# ---- one_eight_demux_flat ----
### Where the registers sit, one_eight_demux_flat

Scale: 8 px per um. Other sequential cells in the stronger gray, the rest of the logic in the fainter gray.
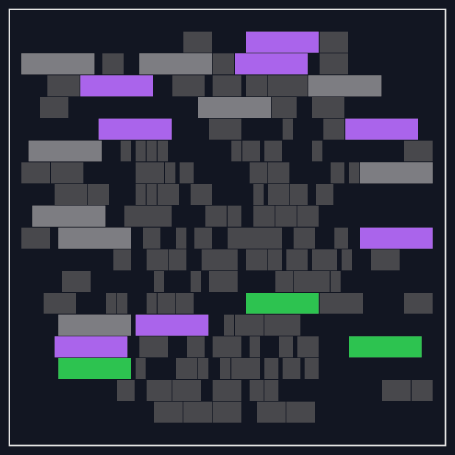

==> src/rtl/one_eight_demux_if.sv <==
// Bundle for the 1-to-8 demux: single-bit input stream in, 8-lane word out.
interface one_eight_demux_if;
  logic       in_bit;
  logic       in_valid;
  logic       in_ready;
  logic       mode;
  logic [2:0] select;
  logic       a;
  logic       b;
  logic       c;
  logic       d;
  logic       e;
  logic       f;
  logic       g;
  logic       h;
  logic       out_valid;
  logic       out_ready;
  logic [2:0] slot;

  // Producer/consumer side that drives the stream and drains the word.
  modport master (
    output in_bit, in_valid, mode, select, out_ready,
    input  in_ready, a, b, c, d, e, f, g, h, out_valid, slot
  );

  // Demux side.
  modport slave (
    input  in_bit, in_valid, mode, select, out_ready,
    output in_ready, a, b, c, d, e, f, g, h, out_valid, slot
  );
endinterface

==> src/rtl/one_eight_demux.sv <==
// Registered 1-to-8 demultiplexer: collects bits into lanes a..h (addressed
// by select or by a wrapping slot counter) and presents the completed word
// with a valid/ready handshake.
module one_eight_demux (
  input  logic                clk,
  input  logic                rst_n,
  one_eight_demux_if.slave    bus
);

  localparam int unsigned LANES = 8;
  localparam int unsigned SEL_W = 3;

  typedef enum logic {
    FILL = 1'b0,
    FULL = 1'b1
  } state_t;

  state_t             state_q, state_d;
  logic [LANES-1:0]   lanes_q, lanes_d;
  logic [LANES-1:0]   filled_q, filled_d;
  logic [SEL_W-1:0]   slot_q, slot_d;
  logic [SEL_W-1:0]   tgt_c;

  // State, lane, write-mask and slot registers.
  always_ff @(posedge clk or negedge rst_n) begin
    if (!rst_n) begin
      state_q  <= FILL;
      lanes_q  <= '0;
      filled_q <= '0;
      slot_q   <= '0;
    end else begin
      state_q  <= state_d;
      lanes_q  <= lanes_d;
      filled_q <= filled_d;
      slot_q   <= slot_d;
    end
  end

  // Next-state: accept a bit while filling, release the word on drain.
  always_comb begin
    state_d  = state_q;
    lanes_d  = lanes_q;
    filled_d = filled_q;
    slot_d   = slot_q;
    tgt_c    = bus.mode ? slot_q : bus.select;

    case (state_q)
      FILL: begin
        if (bus.in_valid) begin
          lanes_d[tgt_c]  = bus.in_bit;
          filled_d[tgt_c] = 1'b1;
          if (bus.mode) begin
            slot_d = slot_q + SEL_W'(1);
          end
          if (filled_d == {LANES{1'b1}}) begin
            state_d = FULL;
          end
        end
      end
      FULL: begin
        if (bus.out_ready) begin
          state_d  = FILL;
          filled_d = '0;
          slot_d   = '0;
        end
      end
      default: state_d = FILL;
    endcase
  end

  // Outputs are direct decodes of registered state.
  assign bus.a         = lanes_q[0];
  assign bus.b         = lanes_q[1];
  assign bus.c         = lanes_q[2];
  assign bus.d         = lanes_q[3];
  assign bus.e         = lanes_q[4];
  assign bus.f         = lanes_q[5];
  assign bus.g         = lanes_q[6];
  assign bus.h         = lanes_q[7];
  assign bus.slot      = slot_q;
  assign bus.out_valid = (state_q == FULL);
  assign bus.in_ready  = (state_q == FILL);

endmodule

==> src/flat_wrapper.sv <==
// flat-port wrapper written by rule: the top's interface ports become plain ports
module one_eight_demux_flat 
  (clk, rst_n, bus_in_bit, bus_in_valid, bus_mode, bus_select, bus_out_ready, bus_in_ready, bus_a, bus_b, bus_c, bus_d, bus_e, bus_f, bus_g, bus_h, bus_out_valid, bus_slot);
  one_eight_demux_if bus_i ();
  input  logic clk;
  input  logic rst_n;
  input wire logic [$bits(bus_i.in_bit)-1:0] bus_in_bit;
  input wire logic [$bits(bus_i.in_valid)-1:0] bus_in_valid;
  input wire logic [$bits(bus_i.mode)-1:0] bus_mode;
  input wire logic [$bits(bus_i.select)-1:0] bus_select;
  input wire logic [$bits(bus_i.out_ready)-1:0] bus_out_ready;
  output wire logic [$bits(bus_i.in_ready)-1:0] bus_in_ready;
  output wire logic [$bits(bus_i.a)-1:0] bus_a;
  output wire logic [$bits(bus_i.b)-1:0] bus_b;
  output wire logic [$bits(bus_i.c)-1:0] bus_c;
  output wire logic [$bits(bus_i.d)-1:0] bus_d;
  output wire logic [$bits(bus_i.e)-1:0] bus_e;
  output wire logic [$bits(bus_i.f)-1:0] bus_f;
  output wire logic [$bits(bus_i.g)-1:0] bus_g;
  output wire logic [$bits(bus_i.h)-1:0] bus_h;
  output wire logic [$bits(bus_i.out_valid)-1:0] bus_out_valid;
  output wire logic [$bits(bus_i.slot)-1:0] bus_slot;
  assign bus_i.in_bit = bus_in_bit;
  assign bus_i.in_valid = bus_in_valid;
  assign bus_i.mode = bus_mode;
  assign bus_i.select = bus_select;
  assign bus_i.out_ready = bus_out_ready;
  assign bus_in_ready = bus_i.in_ready;
  assign bus_a = bus_i.a;
  assign bus_b = bus_i.b;
  assign bus_c = bus_i.c;
  assign bus_d = bus_i.d;
  assign bus_e = bus_i.e;
  assign bus_f = bus_i.f;
  assign bus_g = bus_i.g;
  assign bus_h = bus_i.h;
  assign bus_out_valid = bus_i.out_valid;
  assign bus_slot = bus_i.slot;
  one_eight_demux u_core (.clk(clk), .rst_n(rst_n), .bus(bus_i));
endmodule
==> config.mk <==
export PLATFORM = sky130hd
export DESIGN_NAME = one_eight_demux_flat
export DESIGN_NICKNAME = d
export VERILOG_FILES = /design/src/rtl/one_eight_demux_if.sv /design/src/rtl/one_eight_demux.sv /design/src/flat_wrapper.sv
export SDC_FILE = /design/constraint.sdc
export NUM_CORES = 1
export LEC_CHECK = 0
export CAP_MARGIN = 30
export CORE_UTILIZATION = 40
export CTS_CLUSTER_DIAMETER = 30
export DETAILED_ROUTE_END_ITERATION = 10
export SKIP_CTS_REPAIR_TIMING = 1
export SYNTH_ARGS = -nofsm -noshare
export SYNTH_HDL_FRONTEND = slang
export SYNTH_SLANG_ARGS = --single-unit
==> constraint.sdc <==
create_clock -name clk -period 2.52 [get_ports clk]
set_clock_uncertainty 0.1 [all_clocks]
set_input_delay 0.378 -clock clk [delete_from_list [all_inputs] [get_ports clk]]
set_output_delay 0.378 -clock clk [all_outputs]
set_load 0.05 [all_outputs]
# ---- multicycle_control_unit ----
## src/rtl/mips_ctrl_pkg.sv

```systemverilog
// Shared encodings for the multicycle MIPS control unit: opcodes, funct codes,
// FSM states, ALUOp / ALU control codes and datapath mux selects.
package mips_ctrl_pkg;

    localparam int OP_W     = 6;
    localparam int ALUCTL_W = 3;

    localparam logic [5:0] OP_RTYPE = 6'h00;
    localparam logic [5:0] OP_J     = 6'h02;
    localparam logic [5:0] OP_BEQ   = 6'h04;
    localparam logic [5:0] OP_ADDI  = 6'h08;
    localparam logic [5:0] OP_LW    = 6'h23;
    localparam logic [5:0] OP_SW    = 6'h2B;

    localparam logic [5:0] FN_ADD = 6'h20;
    localparam logic [5:0] FN_SUB = 6'h22;
    localparam logic [5:0] FN_AND = 6'h24;
    localparam logic [5:0] FN_OR  = 6'h25;
    localparam logic [5:0] FN_SLT = 6'h2A;

    typedef enum logic [3:0] {
        S_FETCH   = 4'd0,
        S_DECODE  = 4'd1,
        S_MEMADR  = 4'd2,
        S_MEMRD   = 4'd3,
        S_MEMWB   = 4'd4,
        S_MEMWR   = 4'd5,
        S_RTYPEEX = 4'd6,
        S_RTYPEWB = 4'd7,
        S_BEQEX   = 4'd8,
        S_ADDIEX  = 4'd9,
        S_ADDIWB  = 4'd10,
        S_JEX     = 4'd11
    } state_t;

    typedef enum logic [1:0] {
        ALUOP_ADD   = 2'b00,
        ALUOP_SUB   = 2'b01,
        ALUOP_FUNCT = 2'b10,
        ALUOP_RSVD  = 2'b11
    } aluop_t;

    localparam logic [2:0] ALU_AND = 3'b000;
    localparam logic [2:0] ALU_OR  = 3'b001;
    localparam logic [2:0] ALU_ADD = 3'b010;
    localparam logic [2:0] ALU_SUB = 3'b110;
    localparam logic [2:0] ALU_SLT = 3'b111;

    localparam logic [1:0] SRCB_B     = 2'b00;
    localparam logic [1:0] SRCB_FOUR  = 2'b01;
    localparam logic [1:0] SRCB_IMM   = 2'b10;
    localparam logic [1:0] SRCB_IMMSH = 2'b11;

    localparam logic [1:0] PCSRC_ALU    = 2'b00;
    localparam logic [1:0] PCSRC_ALUOUT = 2'b01;
    localparam logic [1:0] PCSRC_JUMP   = 2'b10;

endpackage

```

## src/rtl/alu_decoder.sv

```systemverilog
// ALU control decode from ALUOp and funct; unknown funct falls back to add.
module alu_decoder
    import mips_ctrl_pkg::*;
(
    input  aluop_t      ALUOp_i,
    input  logic [5:0]  Funct_i,
    output logic [2:0]  ALU_Control_o
);

    always_comb begin
        ALU_Control_o = ALU_ADD;
        case (ALUOp_i)
            ALUOP_SUB: ALU_Control_o = ALU_SUB;
            ALUOP_FUNCT: begin
                case (Funct_i)
                    FN_SUB:  ALU_Control_o = ALU_SUB;
                    FN_AND:  ALU_Control_o = ALU_AND;
                    FN_OR:   ALU_Control_o = ALU_OR;
                    FN_SLT:  ALU_Control_o = ALU_SLT;
                    default: ALU_Control_o = ALU_ADD;
                endcase
            end
            default: ALU_Control_o = ALU_ADD;
        endcase
    end

endmodule

```

## src/rtl/multicycle_control_unit.sv

```systemverilog
// Main Moore control FSM of the multicycle MIPS datapath; outputs decode from
// state only, except PC_En_o (Zero_i) and ALU_Control_o (Funct_i).
module multicycle_control_unit
    import mips_ctrl_pkg::*;
#(
    parameter int OP_W     = 6,
    parameter int ALUCTL_W = 3
) (
    input  logic                clk,
    input  logic                reset,
    input  logic [OP_W-1:0]     Opcode_i,
    input  logic [OP_W-1:0]     Funct_i,
    input  logic                Zero_i,
    output logic                PC_En_o,
    output logic                IorD_o,
    output logic                Mem_Write_o,
    output logic                IR_Write_o,
    output logic                Reg_Dst_o,
    output logic                Mem_to_Reg_o,
    output logic                Reg_Write_o,
    output logic                ALU_Src_A_o,
    output logic [1:0]          ALU_Src_B_o,
    output logic [1:0]          PC_Src_o,
    output logic [ALUCTL_W-1:0] ALU_Control_o,
    output logic                Illegal_Op_o,
    output logic [3:0]          State_o
);

    state_t r_state;
    state_t w_next;
    logic   r_illegal;
    logic   w_illegal_dec;
    logic   w_pc_write, w_branch, w_ir_write, w_mem_write, w_reg_write;
    aluop_t w_aluop;

    always_ff @(posedge clk or posedge reset) begin
        if (reset) begin
            r_state   <= S_FETCH;
            r_illegal <= 1'b0;
        end else begin
            r_state   <= w_next;
            r_illegal <= r_illegal | w_illegal_dec;
        end
    end

    always_comb begin
        w_next        = S_FETCH;
        w_illegal_dec = 1'b0;
        case (r_state)
            S_FETCH:  w_next = S_DECODE;
            S_DECODE: begin
                case (Opcode_i)
                    OP_LW, OP_SW: w_next = S_MEMADR;
                    OP_RTYPE:     w_next = S_RTYPEEX;
                    OP_BEQ:       w_next = S_BEQEX;
                    OP_ADDI:      w_next = S_ADDIEX;
                    OP_J:         w_next = S_JEX;
                    default: begin
                        w_next        = S_FETCH;
                        w_illegal_dec = 1'b1;
                    end
                endcase
            end
            S_MEMADR:  w_next = (Opcode_i == OP_LW) ? S_MEMRD : S_MEMWR;
            S_MEMRD:   w_next = S_MEMWB;
            S_RTYPEEX: w_next = S_RTYPEWB;
            S_ADDIEX:  w_next = S_ADDIWB;
            default:   w_next = S_FETCH;
        endcase
    end

    // Unlisted and unreachable states fall through to the FETCH decode.
    always_comb begin
        w_pc_write   = 1'b0;
        w_branch     = 1'b0;
        w_ir_write   = 1'b0;
        w_mem_write  = 1'b0;
        w_reg_write  = 1'b0;
        IorD_o       = 1'b0;
        Reg_Dst_o    = 1'b0;
        Mem_to_Reg_o = 1'b0;
        ALU_Src_A_o  = 1'b0;
        ALU_Src_B_o  = SRCB_B;
        PC_Src_o     = PCSRC_ALU;
        w_aluop      = ALUOP_ADD;
        case (r_state)
            S_DECODE:  ALU_Src_B_o = SRCB_IMMSH;
            S_MEMADR: begin
                ALU_Src_A_o = 1'b1;
                ALU_Src_B_o = SRCB_IMM;
            end
            S_MEMRD:   IorD_o = 1'b1;
            S_MEMWB: begin
                w_reg_write  = 1'b1;
                Mem_to_Reg_o = 1'b1;
            end
            S_MEMWR: begin
                IorD_o      = 1'b1;
                w_mem_write = 1'b1;
            end
            S_RTYPEEX: begin
                ALU_Src_A_o = 1'b1;
                w_aluop     = ALUOP_FUNCT;
            end
            S_RTYPEWB: begin
                w_reg_write = 1'b1;
                Reg_Dst_o   = 1'b1;
            end
            S_BEQEX: begin
                ALU_Src_A_o = 1'b1;
                w_aluop     = ALUOP_SUB;
                w_branch    = 1'b1;
                PC_Src_o    = PCSRC_ALUOUT;
            end
            S_ADDIEX: begin
                ALU_Src_A_o = 1'b1;
                ALU_Src_B_o = SRCB_IMM;
            end
            S_ADDIWB:  w_reg_write = 1'b1;
            S_JEX: begin
                w_pc_write = 1'b1;
                PC_Src_o   = PCSRC_JUMP;
            end
            default: begin
                w_ir_write  = 1'b1;
                w_pc_write  = 1'b1;
                ALU_Src_B_o = SRCB_FOUR;
            end
        endcase
    end

    alu_decoder u_alu_decoder (
        .ALUOp_i       (w_aluop),
        .Funct_i       (Funct_i),
        .ALU_Control_o (ALU_Control_o)
    );

    // Architectural write enables are held off while reset is asserted.
    assign PC_En_o      = ~reset & (w_pc_write | (w_branch & Zero_i));
    assign IR_Write_o   = ~reset & w_ir_write;
    assign Mem_Write_o  = ~reset & w_mem_write;
    assign Reg_Write_o  = ~reset & w_reg_write;
    assign Illegal_Op_o = r_illegal;
    assign State_o      = r_state;

endmodule

```

## config.mk

```make
export PLATFORM = sky130hd
export DESIGN_NAME = multicycle_control_unit
export DESIGN_NICKNAME = d
export VERILOG_FILES = /design/src/rtl/mips_ctrl_pkg.sv /design/src/rtl/alu_decoder.sv /design/src/rtl/multicycle_control_unit.sv
export SDC_FILE = /design/constraint.sdc
export NUM_CORES = 1
export LEC_CHECK = 0
export CORE_MARGIN = 10
export CORE_UTILIZATION = 30
export DETAILED_ROUTE_END_ITERATION = 16
export GPL_TIMING_DRIVEN = 0
export HOLD_SLACK_MARGIN = 0.02
export PLACE_DENSITY_LB_ADDON = 0.3
export RECOVER_POWER = 100
export SYNTH_ARGS = -nofsm -noshare
export SYNTH_HDL_FRONTEND = slang
export SYNTH_SLANG_ARGS = --single-unit
```

## constraint.sdc

```tcl
create_clock -name clk -period 2.41 [get_ports clk]
set_input_delay 0.241 -clock clk [delete_from_list [all_inputs] [get_ports clk]]
set_output_delay 0.241 -clock clk [all_outputs]
set_load 0.01 [all_outputs]
```

# ---- mem_port_arbiter_flat ----
$ cat src/rtl/mem_port_arbiter_pkg.sv
// Shared types for the two-master memory port arbiter.
// Holds the master identifiers, the read-return tag carried down the
// latency pipeline and a small saturating-increment helper.
package mem_arb_pkg;

    typedef enum logic {
        M_CPU = 1'b0,
        M_SEC = 1'b1
    } master_id_t;

    typedef struct packed {
        logic       valid;
        master_id_t id;
    } rd_tag_t;

    localparam int MAX_RD_LAT = 4;

    localparam rd_tag_t TAG_NONE = '{valid: 1'b0, id: M_CPU};

    // Increment a 16-bit counter, holding at all-ones instead of wrapping.
    function automatic logic [15:0] satInc16(input logic [15:0] value);
        return (value == 16'hFFFF) ? value : value + 16'd1;
    endfunction

endpackage

$ cat src/rtl/mem_port_arbiter_if.sv
// Bus bundle between the two masters, the arbiter and the memory port.
// The slave modport is the arbiter's view; the master modport is the
// view of whatever drives the commands and models the memory.
interface mem_port_arbiter_if #(
    parameter int ADDR_W = 16,
    parameter int DATA_W = 16
);

    logic [ADDR_W-1:0] i_m0_addr;
    logic              i_m0_rd;
    logic              i_m0_wr;
    logic [DATA_W-1:0] i_m0_wrdata;
    logic              o_m0_waitrequest;
    logic [DATA_W-1:0] o_m0_rddata;
    logic              o_m0_rddatavalid;

    logic [ADDR_W-1:0] i_m1_addr;
    logic              i_m1_rd;
    logic              i_m1_wr;
    logic [DATA_W-1:0] i_m1_wrdata;
    logic              o_m1_waitrequest;
    logic [DATA_W-1:0] o_m1_rddata;
    logic              o_m1_rddatavalid;

    logic [ADDR_W-1:0] o_mem_addr;
    logic              o_mem_rd;
    logic              o_mem_wr;
    logic [DATA_W-1:0] o_mem_wrdata;
    logic [DATA_W-1:0] i_mem_rddata;

    modport slave (
        input  i_m0_addr, i_m0_rd, i_m0_wr, i_m0_wrdata,
        output o_m0_waitrequest, o_m0_rddata, o_m0_rddatavalid,
        input  i_m1_addr, i_m1_rd, i_m1_wr, i_m1_wrdata,
        output o_m1_waitrequest, o_m1_rddata, o_m1_rddatavalid,
        output o_mem_addr, o_mem_rd, o_mem_wr, o_mem_wrdata,
        input  i_mem_rddata
    );

    modport master (
        output i_m0_addr, i_m0_rd, i_m0_wr, i_m0_wrdata,
        input  o_m0_waitrequest, o_m0_rddata, o_m0_rddatavalid,
        output i_m1_addr, i_m1_rd, i_m1_wr, i_m1_wrdata,
        input  o_m1_waitrequest, o_m1_rddata, o_m1_rddatavalid,
        input  o_mem_addr, o_mem_rd, o_mem_wr, o_mem_wrdata,
        output i_mem_rddata
    );

endinterface

$ cat src/rtl/mem_port_arbiter_rd_tag_pipe.sv
// Read-return tag pipeline.
// A plain RD_LAT-deep shift register of {valid, id}. Whatever is pushed
// in a cycle pops out exactly RD_LAT cycles later, lining up with the
// memory's fixed read latency. Reset empties every stage so reads that
// were in flight never produce a response.
module rd_tag_pipe
    import mem_arb_pkg::*;
#(
    parameter int RD_LAT = 1
) (
    input  logic    clk,
    input  logic    reset,
    input  rd_tag_t push_i,
    output rd_tag_t pop_o
);

    rd_tag_t stage_q [RD_LAT];

    // Shift one stage per clock; stage 0 takes the new tag every cycle.
    always_ff @(posedge clk) begin
        if (reset) begin
            for (int i = 0; i < RD_LAT; i++) begin
                stage_q[i] <= TAG_NONE;
            end
        end else begin
            stage_q[0] <= push_i;
            for (int i = 1; i < RD_LAT; i++) begin
                stage_q[i] <= stage_q[i-1];
            end
        end
    end

    assign pop_o = stage_q[RD_LAT-1];

endmodule

$ cat src/rtl/mem_port_arbiter.sv
// Two-master arbiter for a single memory port.
// The CPU (m0) has fixed priority; the secondary master (m1) is forced
// through once it has been refused STARVE_LIM cycles in a row. The grant
// is combinational, so the winning command reaches the memory in the
// same cycle. Read data is steered back using a tag pipeline whose depth
// equals the memory read latency RD_LAT (1..MAX_RD_LAT).
// Optional build macro MEM_ARB_PERF_CNT_EN adds a saturating counter of
// cycles in which both masters request; without it o_conflict_cnt is 0.
module mem_port_arbiter
    import mem_arb_pkg::*;
#(
    parameter int RD_LAT     = 1,
    parameter int STARVE_LIM = 4,
    parameter int ADDR_W     = 16,
    parameter int DATA_W     = 16
) (
    input  logic              clk,
    input  logic              reset,
    mem_port_arbiter_if.slave bus,
    output logic [15:0]       o_conflict_cnt
);

    localparam int STARVE_W = (STARVE_LIM < 1) ? 1 : $clog2(STARVE_LIM + 1);

    logic              req0;
    logic              req1;
    logic              starved;
    logic              grant0;
    logic              grant1;

    logic [ADDR_W-1:0] memAddr;
    logic [DATA_W-1:0] memWrdata;
    logic              memRd;
    logic              memWr;

    logic [STARVE_W-1:0] starveCnt_q;
    logic [STARVE_W-1:0] starveCnt_d;

    rd_tag_t           pushTag;
    rd_tag_t           popTag;
    logic              rdValid0;
    logic              rdValid1;

    // Decide who owns the port this cycle; nobody wins while in reset.
    always_comb begin
        req0    = bus.i_m0_rd | bus.i_m0_wr;
        req1    = bus.i_m1_rd | bus.i_m1_wr;
        starved = (starveCnt_q == STARVE_W'(STARVE_LIM));
        grant0  = 1'b0;
        grant1  = 1'b0;
        if (!reset) begin
            grant1 = req1 && (!req0 || starved);
            grant0 = req0 && !grant1;
        end
    end

    // A requesting master that lost is told to hold; in reset both hold.
    assign bus.o_m0_waitrequest = reset | (req0 & ~grant0);
    assign bus.o_m1_waitrequest = reset | (req1 & ~grant1);

    // Steer the winner's command onto the memory port. A command with
    // both rd and wr set is forwarded as a write only.
    always_comb begin
        memAddr   = '0;
        memWrdata = '0;
        memRd     = 1'b0;
        memWr     = 1'b0;
        if (grant0) begin
            memAddr   = bus.i_m0_addr;
            memWrdata = bus.i_m0_wrdata;
            memWr     = bus.i_m0_wr;
            memRd     = bus.i_m0_rd & ~bus.i_m0_wr;
        end else if (grant1) begin
            memAddr   = bus.i_m1_addr;
            memWrdata = bus.i_m1_wrdata;
            memWr     = bus.i_m1_wr;
            memRd     = bus.i_m1_rd & ~bus.i_m1_wr;
        end
    end

    assign bus.o_mem_addr   = memAddr;
    assign bus.o_mem_wrdata = memWrdata;
    assign bus.o_mem_rd     = memRd;
    assign bus.o_mem_wr     = memWr;

    // Count consecutive refusals of m1; stop counting at the limit, which
    // is the value that forces m1 through on its next request.
    always_comb begin
        starveCnt_d = starveCnt_q;
        if (!req1 || grant1) begin
            starveCnt_d = '0;
        end else if (!starved) begin
            starveCnt_d = starveCnt_q + STARVE_W'(1);
        end
    end

    // Starvation counter register.
    always_ff @(posedge clk) begin
        if (reset) begin
            starveCnt_q <= '0;
        end else begin
            starveCnt_q <= starveCnt_d;
        end
    end

    // Tag every cycle with whether a read went out and who issued it.
    always_comb begin
        pushTag.valid = memRd;
        pushTag.id    = grant1 ? M_SEC : M_CPU;
    end

    rd_tag_pipe #(
        .RD_LAT (RD_LAT)
    ) u_tagPipe (
        .clk    (clk),
        .reset  (reset),
        .push_i (pushTag),
        .pop_o  (popTag)
    );

    // Route the returning data to the tagged master; the other sees zero.
    always_comb begin
        rdValid0             = !reset && popTag.valid && (popTag.id == M_CPU);
        rdValid1             = !reset && popTag.valid && (popTag.id == M_SEC);
        bus.o_m0_rddatavalid = rdValid0;
        bus.o_m1_rddatavalid = rdValid1;
        bus.o_m0_rddata      = rdValid0 ? bus.i_mem_rddata : '0;
        bus.o_m1_rddata      = rdValid1 ? bus.i_mem_rddata : '0;
    end

`ifdef MEM_ARB_PERF_CNT_EN
    logic [15:0] conflictCnt_q;
    logic [15:0] conflictCnt_d;

    // Next conflict count: bump on every cycle both masters want the port.
    always_comb begin
        conflictCnt_d = conflictCnt_q;
        if (req0 && req1) begin
            conflictCnt_d = satInc16(conflictCnt_q);
        end
    end

    // Conflict counter register.
    always_ff @(posedge clk) begin
        if (reset) begin
            conflictCnt_q <= 16'h0000;
        end else begin
            conflictCnt_q <= conflictCnt_d;
        end
    end

    assign o_conflict_cnt = conflictCnt_q;
`else
    assign o_conflict_cnt = 16'h0000;
`endif

endmodule

$ cat src/flat_wrapper.sv
// flat-port wrapper written by rule: the top's interface ports become plain ports
module mem_port_arbiter_flat import mem_arb_pkg::*;
#(
    parameter int RD_LAT     = 1,
    parameter int STARVE_LIM = 4,
    parameter int ADDR_W     = 16,
    parameter int DATA_W     = 16
)
  (clk, reset, o_conflict_cnt, bus_i_m0_addr, bus_i_m0_rd, bus_i_m0_wr, bus_i_m0_wrdata, bus_o_m0_waitrequest, bus_o_m0_rddata, bus_o_m0_rddatavalid, bus_i_m1_addr, bus_i_m1_rd, bus_i_m1_wr, bus_i_m1_wrdata, bus_o_m1_waitrequest, bus_o_m1_rddata, bus_o_m1_rddatavalid, bus_o_mem_addr, bus_o_mem_rd, bus_o_mem_wr, bus_o_mem_wrdata, bus_i_mem_rddata);
  mem_port_arbiter_if #(.ADDR_W(ADDR_W), .DATA_W(DATA_W)) bus_i ();
  input  logic clk;
  input  logic reset;
  output logic [15:0] o_conflict_cnt;
  input wire logic [$bits(bus_i.i_m0_addr)-1:0] bus_i_m0_addr;
  input wire logic [$bits(bus_i.i_m0_rd)-1:0] bus_i_m0_rd;
  input wire logic [$bits(bus_i.i_m0_wr)-1:0] bus_i_m0_wr;
  input wire logic [$bits(bus_i.i_m0_wrdata)-1:0] bus_i_m0_wrdata;
  output wire logic [$bits(bus_i.o_m0_waitrequest)-1:0] bus_o_m0_waitrequest;
  output wire logic [$bits(bus_i.o_m0_rddata)-1:0] bus_o_m0_rddata;
  output wire logic [$bits(bus_i.o_m0_rddatavalid)-1:0] bus_o_m0_rddatavalid;
  input wire logic [$bits(bus_i.i_m1_addr)-1:0] bus_i_m1_addr;
  input wire logic [$bits(bus_i.i_m1_rd)-1:0] bus_i_m1_rd;
  input wire logic [$bits(bus_i.i_m1_wr)-1:0] bus_i_m1_wr;
  input wire logic [$bits(bus_i.i_m1_wrdata)-1:0] bus_i_m1_wrdata;
  output wire logic [$bits(bus_i.o_m1_waitrequest)-1:0] bus_o_m1_waitrequest;
  output wire logic [$bits(bus_i.o_m1_rddata)-1:0] bus_o_m1_rddata;
  output wire logic [$bits(bus_i.o_m1_rddatavalid)-1:0] bus_o_m1_rddatavalid;
  output wire logic [$bits(bus_i.o_mem_addr)-1:0] bus_o_mem_addr;
  output wire logic [$bits(bus_i.o_mem_rd)-1:0] bus_o_mem_rd;
  output wire logic [$bits(bus_i.o_mem_wr)-1:0] bus_o_mem_wr;
  output wire logic [$bits(bus_i.o_mem_wrdata)-1:0] bus_o_mem_wrdata;
  input wire logic [$bits(bus_i.i_mem_rddata)-1:0] bus_i_mem_rddata;
  assign bus_i.i_m0_addr = bus_i_m0_addr;
  assign bus_i.i_m0_rd = bus_i_m0_rd;
  assign bus_i.i_m0_wr = bus_i_m0_wr;
  assign bus_i.i_m0_wrdata = bus_i_m0_wrdata;
  assign bus_o_m0_waitrequest = bus_i.o_m0_waitrequest;
  assign bus_o_m0_rddata = bus_i.o_m0_rddata;
  assign bus_o_m0_rddatavalid = bus_i.o_m0_rddatavalid;
  assign bus_i.i_m1_addr = bus_i_m1_addr;
  assign bus_i.i_m1_rd = bus_i_m1_rd;
  assign bus_i.i_m1_wr = bus_i_m1_wr;
  assign bus_i.i_m1_wrdata = bus_i_m1_wrdata;
  assign bus_o_m1_waitrequest = bus_i.o_m1_waitrequest;
  assign bus_o_m1_rddata = bus_i.o_m1_rddata;
  assign bus_o_m1_rddatavalid = bus_i.o_m1_rddatavalid;
  assign bus_o_mem_addr = bus_i.o_mem_addr;
  assign bus_o_mem_rd = bus_i.o_mem_rd;
  assign bus_o_mem_wr = bus_i.o_mem_wr;
  assign bus_o_mem_wrdata = bus_i.o_mem_wrdata;
  assign bus_i.i_mem_rddata = bus_i_mem_rddata;
  mem_port_arbiter #(.RD_LAT(RD_LAT), .STARVE_LIM(STARVE_LIM), .ADDR_W(ADDR_W), .DATA_W(DATA_W)) u_core (.clk(clk), .reset(reset), .bus(bus_i), .o_conflict_cnt(o_conflict_cnt));
endmodule
$ cat config.mk
export PLATFORM = sky130hd
export DESIGN_NAME = mem_port_arbiter_flat
export DESIGN_NICKNAME = d
export VERILOG_FILES = /design/src/rtl/mem_port_arbiter_pkg.sv /design/src/rtl/mem_port_arbiter_if.sv /design/src/rtl/mem_port_arbiter_rd_tag_pipe.sv /design/src/rtl/mem_port_arbiter.sv /design/src/flat_wrapper.sv
export SDC_FILE = /design/constraint.sdc
export NUM_CORES = 1
export LEC_CHECK = 0
export ABC_CLOCK_PERIOD_IN_PS = 4550
export CORE_MARGIN = 10
export CORE_UTILIZATION = 28
export CTS_CLUSTER_SIZE = 40
export DETAILED_ROUTE_END_ITERATION = 12
export HOLD_SLACK_MARGIN = 0.12
export PLACE_DENSITY = 0.89
export SETUP_SLACK_MARGIN = 0.15
export SLEW_MARGIN = 20
export SYNTH_ARGS = -nofsm -noshare
export SYNTH_HDL_FRONTEND = slang
export SYNTH_SLANG_ARGS = --single-unit
$ cat constraint.sdc
create_clock -name clk -period 4.55 [get_ports clk]
set_clock_uncertainty 0.2 [all_clocks]
set_input_delay 0.455 -clock clk [delete_from_list [all_inputs] [get_ports clk]]
set_output_delay 0.455 -clock clk [all_outputs]
set_load 0.02 [all_outputs]
# ---- fetch_stage ----
**src/rtl/fetch_stage.sv**
```systemverilog
// Instruction fetch front end: owns the fetch PC, reads a 1-cycle-latency instruction
// memory and buffers {pc, instr} pairs in a prefetch queue. Optional FETCH_STATS_EN adds bubble_cycles.
module fetch_stage #(
  parameter int unsigned          ADDR_W      = 8,
  parameter int unsigned          INSTR_W     = 8,
  parameter int unsigned          QUEUE_DEPTH = 4,
  parameter logic [ADDR_W-1:0]    RESET_PC    = '0,
  localparam int unsigned         CW          = $clog2(QUEUE_DEPTH) + 1
) (
  input  logic               clk,
  input  logic               rst,
  output logic               imem_req,
  output logic [ADDR_W-1:0]  imem_addr,
  input  logic [INSTR_W-1:0] imem_rdata,
  input  logic               redirect_valid,
  input  logic [ADDR_W-1:0]  redirect_pc,
  output logic               out_valid,
  input  logic               out_ready,
  output logic [INSTR_W-1:0] out_instr,
  output logic [ADDR_W-1:0]  out_pc,
  output logic [CW-1:0]      queue_count
`ifdef FETCH_STATS_EN
  ,
  output logic [15:0]        bubble_cycles
`endif
);

  localparam int unsigned PW = $clog2(QUEUE_DEPTH);

  logic [ADDR_W-1:0]  fetch_pc;
  logic               inflight;
  logic [ADDR_W-1:0]  inflight_pc;
  logic [INSTR_W-1:0] instr_q [QUEUE_DEPTH];
  logic [ADDR_W-1:0]  pc_q    [QUEUE_DEPTH];
  logic [PW-1:0]      wr_ptr;
  logic [PW-1:0]      rd_ptr;
  logic [CW-1:0]      count;
  logic [CW:0]        occupancy;
  logic               push;
  logic               pop;

  // Downstream handshake: out_valid/out_instr/out_pc are stable until the cycle
  // out_valid && out_ready, which is the single pop point. A redirect hides the head.
  assign occupancy = {1'b0, count} + (CW+1)'(inflight);
  assign imem_req  = !rst && !redirect_valid && (occupancy < (CW+1)'(QUEUE_DEPTH));
  assign imem_addr = fetch_pc;
  assign push      = inflight && !rst && !redirect_valid;
  assign out_valid = (count != '0) && !redirect_valid;
  assign pop       = out_valid && out_ready;

  assign out_instr   = out_valid ? instr_q[rd_ptr] : '0;
  assign out_pc      = out_valid ? pc_q[rd_ptr]    : '0;
  assign queue_count = count;

  always_ff @(posedge clk) begin
    if (rst) begin
      fetch_pc    <= RESET_PC;
      inflight    <= 1'b0;
      inflight_pc <= '0;
      wr_ptr      <= '0;
      rd_ptr      <= '0;
      count       <= '0;
    end else if (redirect_valid) begin
      fetch_pc    <= redirect_pc;
      inflight    <= 1'b0;
      wr_ptr      <= '0;
      rd_ptr      <= '0;
      count       <= '0;
    end else begin
      inflight <= imem_req;
      if (imem_req) begin
        fetch_pc    <= fetch_pc + 1'b1;
        inflight_pc <= fetch_pc;
      end
      if (push) wr_ptr <= wr_ptr + 1'b1;
      if (pop)  rd_ptr <= rd_ptr + 1'b1;
      case ({push, pop})
        2'b10:   count <= count + 1'b1;
        2'b01:   count <= count - 1'b1;
        default: count <= count;
      endcase
    end
  end

  // Slot reservation for the in-flight read guarantees push never hits a full queue.
  always_ff @(posedge clk) begin
    if (push) begin
      instr_q[wr_ptr] <= imem_rdata;
      pc_q[wr_ptr]    <= inflight_pc;
    end
  end

`ifdef FETCH_STATS_EN
  always_ff @(posedge clk) begin
    if (rst) begin
      bubble_cycles <= '0;
    end else if (!out_valid && (bubble_cycles != 16'hFFFF)) begin
      bubble_cycles <= bubble_cycles + 16'd1;
    end
  end
`endif

endmodule

```
**config.mk**
```make
export PLATFORM = sky130hd
export DESIGN_NAME = fetch_stage
export DESIGN_NICKNAME = d
export VERILOG_FILES = /design/src/rtl/fetch_stage.sv
export SDC_FILE = /design/constraint.sdc
export NUM_CORES = 1
export LEC_CHECK = 0
export CORE_MARGIN = 1.5
export CORE_UTILIZATION = 56
export DETAILED_ROUTE_END_ITERATION = 8
export DONT_BUFFER_PORTS = 1
export PLACE_DENSITY = 0.71
export SYNTH_ARGS = -nofsm -noshare
export SYNTH_HDL_FRONTEND = slang
export SYNTH_SLANG_ARGS = --single-unit
```
**constraint.sdc**
```tcl
create_clock -name clk -period 3.7 [get_ports clk]
set_clock_uncertainty 0.1 [all_clocks]
set_input_delay 0.37 -clock clk [delete_from_list [all_inputs] [get_ports clk]]
set_output_delay 0.37 -clock clk [all_outputs]
set_load 0.03 [all_outputs]
```

==> notes/layouts.md <==
Pictures saved along the way, in no particular order.

Routing congestion map.
picture 1
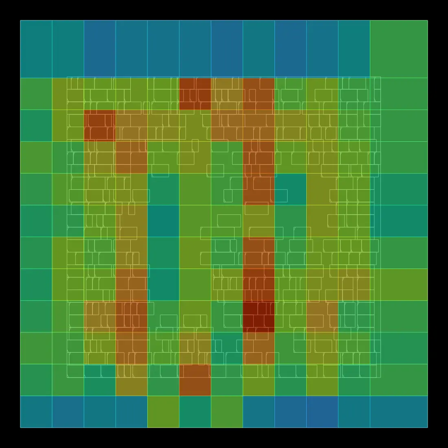
picture 2
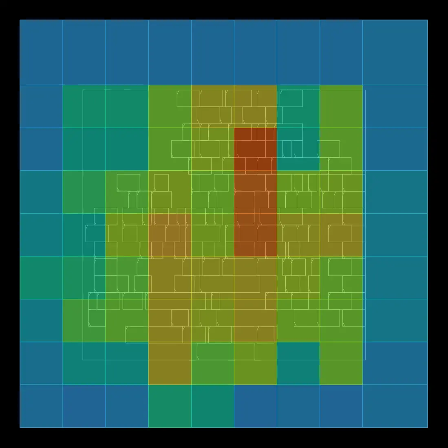
picture 3
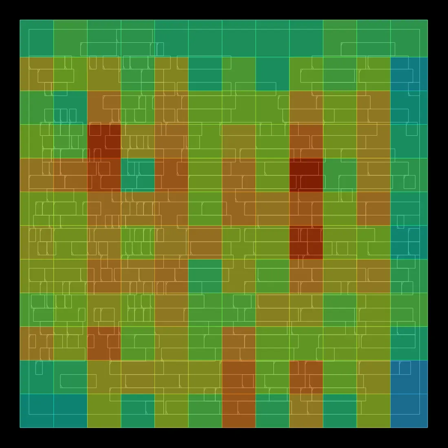
picture 4
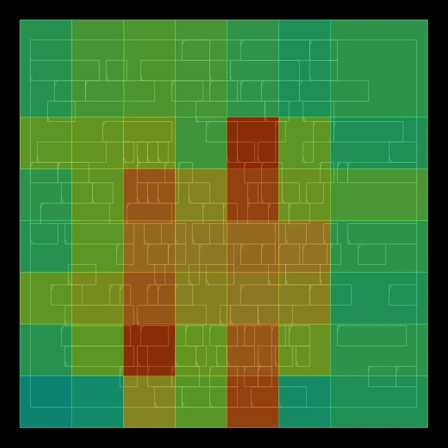
- lowest track usage: picture 2
picture 4 -> one_eight_demux_flat
picture 3 -> fetch_stage
picture 1 -> mem_port_arbiter_flat
picture 2 -> multicycle_control_unit

### The metal 2 layer, one_eight_demux_flat

Scale: 4 px per um.
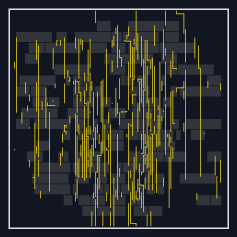
longest straight run: 27.9 um
nets with wire on the layer: 125
main direction: vertical

### Selected gate families, one_eight_demux_flat

Scale: 8 px per um.
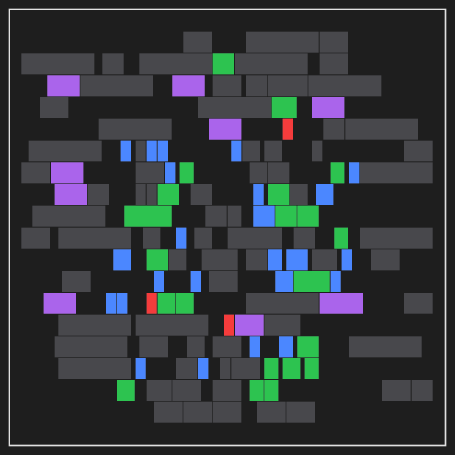
[inverting AOI/OAI gates] green | cells: 21
[NAND gates] blue | cells: 24
[inverters] red | cells: 3
[multiplexers] purple | cells: 9

## Picture notes: 'Where the registers sit' of one_eight_demux_flat
[`u_core.filled_q`] purple | placed flops: 8 | where: spread over the die
[`u_core.bus.slot`] green | placed flops: 3

==> flow_summary.yaml, one_eight_demux_flat <==
# implementation run metrics
status:
  status: "complete, no violations"
finish:
  fill_cells: 233
  seq_area_share_pct: 36.2
  clock_buffers: 4
  comb_share_pct: 40.3
  area_growth_pct: 26.1
  bufAreaShareNonClock_pct: 17.4
  layout.nets: 143
  diodes: 0
yosys:
  xor_share_pct: 0.799
  top_cells_by_count: "dfrtp_1, nand2_1, mux2_2"
  synth-edff-count: 0
  synth_area_um2: 1100
  fp_nets: 116
  syn_area_per_cell_um2: 10.3
  logic_family: "simple AND/OR/NAND/NOR gates"
clock_tree:
  htreeDepth: 1
  cts-root-buf: "clkbuf_4"
job:
  drv_cap: 0
placed_design:
  gp_congestion: 0.862
  io_buffer_count: 21
pwr:
  powerComb_mw: 1.00
  seqPwrFrac_pct: 34.1
routing:
  routed_wl_um: 2450
  wl_met2_um: 1200
  wl_per_cell_um: 15.1
  drtIter0Drc: 15
  drt-vias-per-instance: 5.56
  num_vias: 900
floorplanning:
  die_area_um2: 2950
timing:
  setup_tns_ps: 0
  slew_headroom_pct: 66.6
  period_used_pct: 90.1
  hold_viol_final: 0
global_route:
  antenna_found_initial: 0
  use_met3_pct: 5.00
critical_path:
  crit_family: "buffers and inverters"
  r2r-end: "u_core.lanes_q[5]"
  cp_data_arrival_time_ps: 1790
-- one_eight_demux_flat: stage by stage --
stage / std cells / instance area [um^2] / hold WS [ps] / power [mW] / util (%)
final: 162 / 1380 / 294 / 1.81 / 54.8
after CTS: 162 / 1380 / 298 / 1.82 / 54.8
after detailed placement: 158 / 1350 / 393 / 1.63 / 53.4
after global placement: 158 / 1350 / 389 / 1.62 / 53.4
after floorplan: 106 / 1100 / -17.6 / 1.31 / -
after global routing: 162 / 1380 / 353 / 1.92 / 54.8
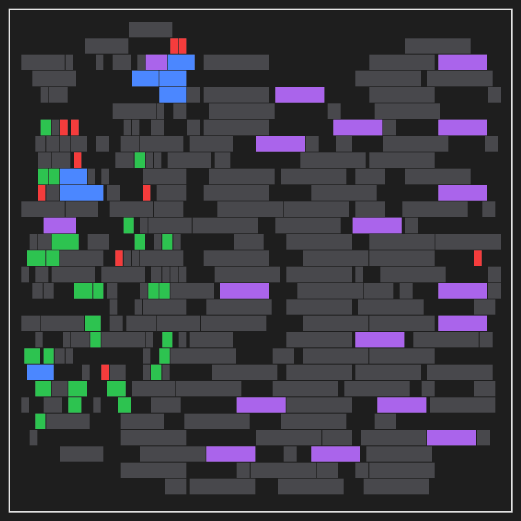
*Selected gate families, fetch_stage*
Scale: 6 px per um.
[inverters] red | cells: 10
[multiplexers] purple | cells: 18
[inverting AOI/OAI gates] green | cells: 27
[adder and majority cells] blue | cells: 7 | where: north-west

### Zoomed window, fetch_stage

Region (22, 38) to (62, 78) um. Cells in gray, sequential cells in the stronger gray; small squares are vias.
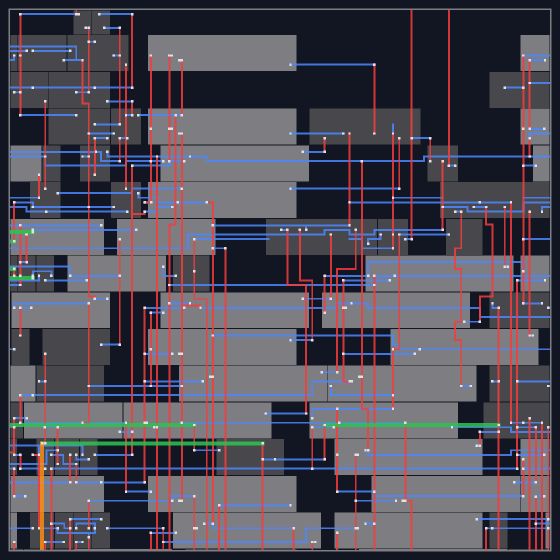
[metal 4] orange
[metal 2] red
[metal 3] green
[metal 1] blue
netlist names of flops here include: `pc_q` (18), `inflight_pc` (2)
sequential cells in the window: 24
cells with their middle in the window: 61
most frequent: edfxtp_1 (18), nand2_1 (6), dfxtp_1 (6)

==> flow_summary.yaml, fetch_stage <==
# implementation run metrics
job:
  warnings: 29
clock_tree:
  htreeDepth: 3
  holdBufCountCts: 1
  clock_sinks: 90
  clk_pin_slew_worst_paths_ps: 80
  cts_tree: "done"
  post_cts_buffers: 0
finish:
  combGateArea_um2: 1090
  logic_gate_count: 133
  utilization_pct: 62.6
  fill_cells: 474
  buffers: 8
  layout.nets: 279
pwr:
  power.density_nw_per_um2: 467
  p_int_mw: 1.48
  power_frac_clock_pct: 37.0
  combinationalPowerShare_pct: 2.8
critical_path:
  crit_slowest_cell: "nor2b_1"
  startpoint_type: "register"
  r2r-start: "queue_count[2]"
  worstRegToRegCells: 8
  crit_path_end_kind: "output port"
  worst_path_largest_cell_delay_ps: 670
  critPathKind: "register to output port"
status:
  status: "complete, no violations"
placed_design:
  hpwl_um: 3730
routing:
  num_vias: 1934
  drtIter0Drc: 95
timing:
  finalSetupViolCount: 0
  holdWs_ps: 22.9
  slew_headroom_pct: 26.6
  drv_slew: 0
global_route:
  grt_use_total_pct: 18.1
  antenna_found_initial: 0
yosys:
  syn_area_per_cell_um2: 14.8
  muxShareOfSynthArea_pct: 10.6
  synth_cell_types: 40
  synth.area.top_cells: "edfxtp_1, dfxtp_1, mux4_2, nor2b_1, nand2_1"
  adder_share_pct: 2.62
  yosys.area_share.aoi_pct: 5.38
  yosysWarnings: 0
floorplanning:
  rows: 29
  die_x_um: 83.5
worst_hold_path:
  worstHoldPathCells: 0
  holdPathEnd: "instr_q[2][4]"
## fetch_stage: power groups by stage
stage	registers [mW]	logic (mW)	clock network, mW
global route	1.11	0.0576	0.738
global placement	1.13	0.0416	0
CTS	1.11	0.0456	0.697
detailed placement	1.13	0.0423	0
floorplan	1.13	0.0420	0
finish	1.11	0.0519	0.683
## fetch_stage: metal layers
layer | GRT usage (%) | vias up | routed length [um]
met2 | 29.3 | 63 | 2930
met4 | 5.81 | 0 | 52
met5 | 0 | - | 0
li1 | - | 933 | -
met1 | 23.5 | 932 | 2580
met3 | 6.03 | 6 | 340
### Selected gate families, mem_port_arbiter_flat

Scale: 6 px per um.
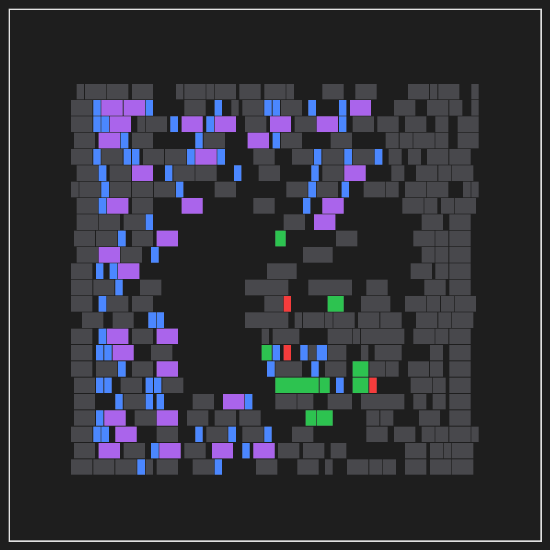
[NAND gates] blue | cells: 70
[inverting AOI/OAI gates] green | cells: 9
[multiplexers] purple | cells: 32
[inverters] red | cells: 3

==> flow_summary.yaml, mem_port_arbiter_flat <==
# implementation run metrics
pwr:
  leakagePower_nw: 1.29
  switching_share_pct: 35.6
  p_switching_mw: 0.134
  p_int_mw: 0.242
  power.density_nw_per_um2: 132
  combinationalPowerShare_pct: 66.1
  clk-power_mw: 0.0799
  power_frac_clock_pct: 21.3
finish:
  final-clk-cell-share_pct: 1.58
  layout.nets: 434
  logic_gate_count: 176
  comb_share_pct: 37.1
  seq_area_share_pct: 3.52
yosys:
  syn_inst: 199
  synth_top_area_share_pct: 24.5
  synth.area.top_cells: "mux2i_1, nand2_1, and2_1, buf_4, dfxtp_1"
routing:
  highest_layer: "met4"
critical_path:
  path_common_cell: "clkdlybuf4s50_1"
  crit_family: "buffers and inverters"
  startpoint_type: "primary input"
  worstPathRequired_ps: 3890
  cp_data_arrival_time_ps: 2700
placed_design:
  hpwl_um: 5620
  io_buffer_count: 155
  place_ws_ps: 1190
  post_dp_cell_area_um2: 2800
timing:
  period_used_pct: 73.8
  drv_slew: 0
status:
  status: "complete, no violations"
floorplanning:
  fp_util_pct: 29.5
worst_hold_path:
  worstHoldPathCells: 2
global_route:
  grt_use_met2_pct: 27.3
-- mem_port_arbiter_flat: how the worst max path moves through the flow --
stage	endpoint	cells past startpoint	start
CTS	bus_o_mem_wrdata[4]	5	reset
global placement	bus_o_mem_addr[8]	5	reset
global route	bus_o_mem_addr[8]	5	reset
finish	bus_o_mem_wrdata[4]	5	reset
detailed placement	bus_o_mem_wrdata[4]	5	reset
floorplan	bus_o_mem_addr[0]	7	u_core.starveCnt_q[0]
### The metal 2 layer, multicycle_control_unit

Scale: 4 px per um.
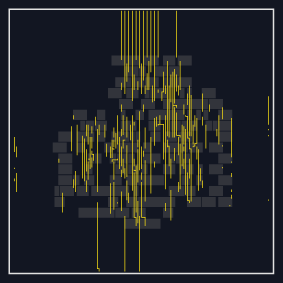
nets with wire on the layer: 116
share of all routed wire: 49%

==> flow_summary.yaml, multicycle_control_unit <==
# implementation run metrics
yosys:
  synth_area_um2: 626
  syn_inst: 83
  top_cells_by_count: "nor2_1, inv_1, nand2_1, nor3_1, dfrtp_1"
  yosysWarnings: 0
  xor_share_pct: 4.20
  synth_seq_share_pct: 20.0
  ys.flops: 5
  flop_cell: "dfrtp_1"
  yosys.area_share.aoi_pct: 25.6
finish:
  area.sequential_um2: 129
  final_cell_area_um2: 1050
  final-clk-cell-share_pct: 2.49
  largest_cell_class: "combinational gates"
  diodes: 0
  seq_cells: 5
  buffers: 38
  final_cell_mix: "dlygate4sd3_1, clkdlybuf4s50_1, nor2_1"
timing:
  setup_tns_ps: 0
  fin_ws_ps: 121
  max_freq_mhz: 437
global_route:
  top_usage_layer: "met2"
pwr:
  fin_total_pwr_mw: 0.610
  leakagePower_nw: 0.438
critical_path:
  cp_max_fo: 7
  worstRegToRegCells: 3
  r2r-end: "State_o[1]"
  worst_path_largest_cell_delay_ps: 620
  cp.depth: 4
  endpoint: "IR_Write_o"
  cp_data_arrival_time_ps: 2050
status:
  status: "complete, no violations"
clock_tree:
  post_cts_buffers: 1
  cts_resized: 9
  clk_latency_ps: 240
  cts_buffers: 3
floorplanning:
  fp.dieH_um: 65.7
  die_x_um: 65.7
  die_area_um2: 4310
  core_area_um2: 1980
routing:
  route.met3.wl_um: 141
  drtIter0Drc: 21
placed_design:
  place_inst: 144
  gp_congestion: 0.782
job:
  drv_cap: 0
==> multicycle_control_unit: power groups by stage <==
stage / registers [mW] / logic (mW) / clock network, mW
after CTS: 0.124 / 0.415 / 0.103
final: 0.125 / 0.388 / 0.0965
after detailed placement: 0.128 / 0.388 / 0
after global routing: 0.128 / 0.429 / 0.107
after global placement: 0.128 / 0.384 / 0
after floorplan: 0.128 / 0.204 / 0

No activity file was given, so power comes from the tool's default toggle rates.
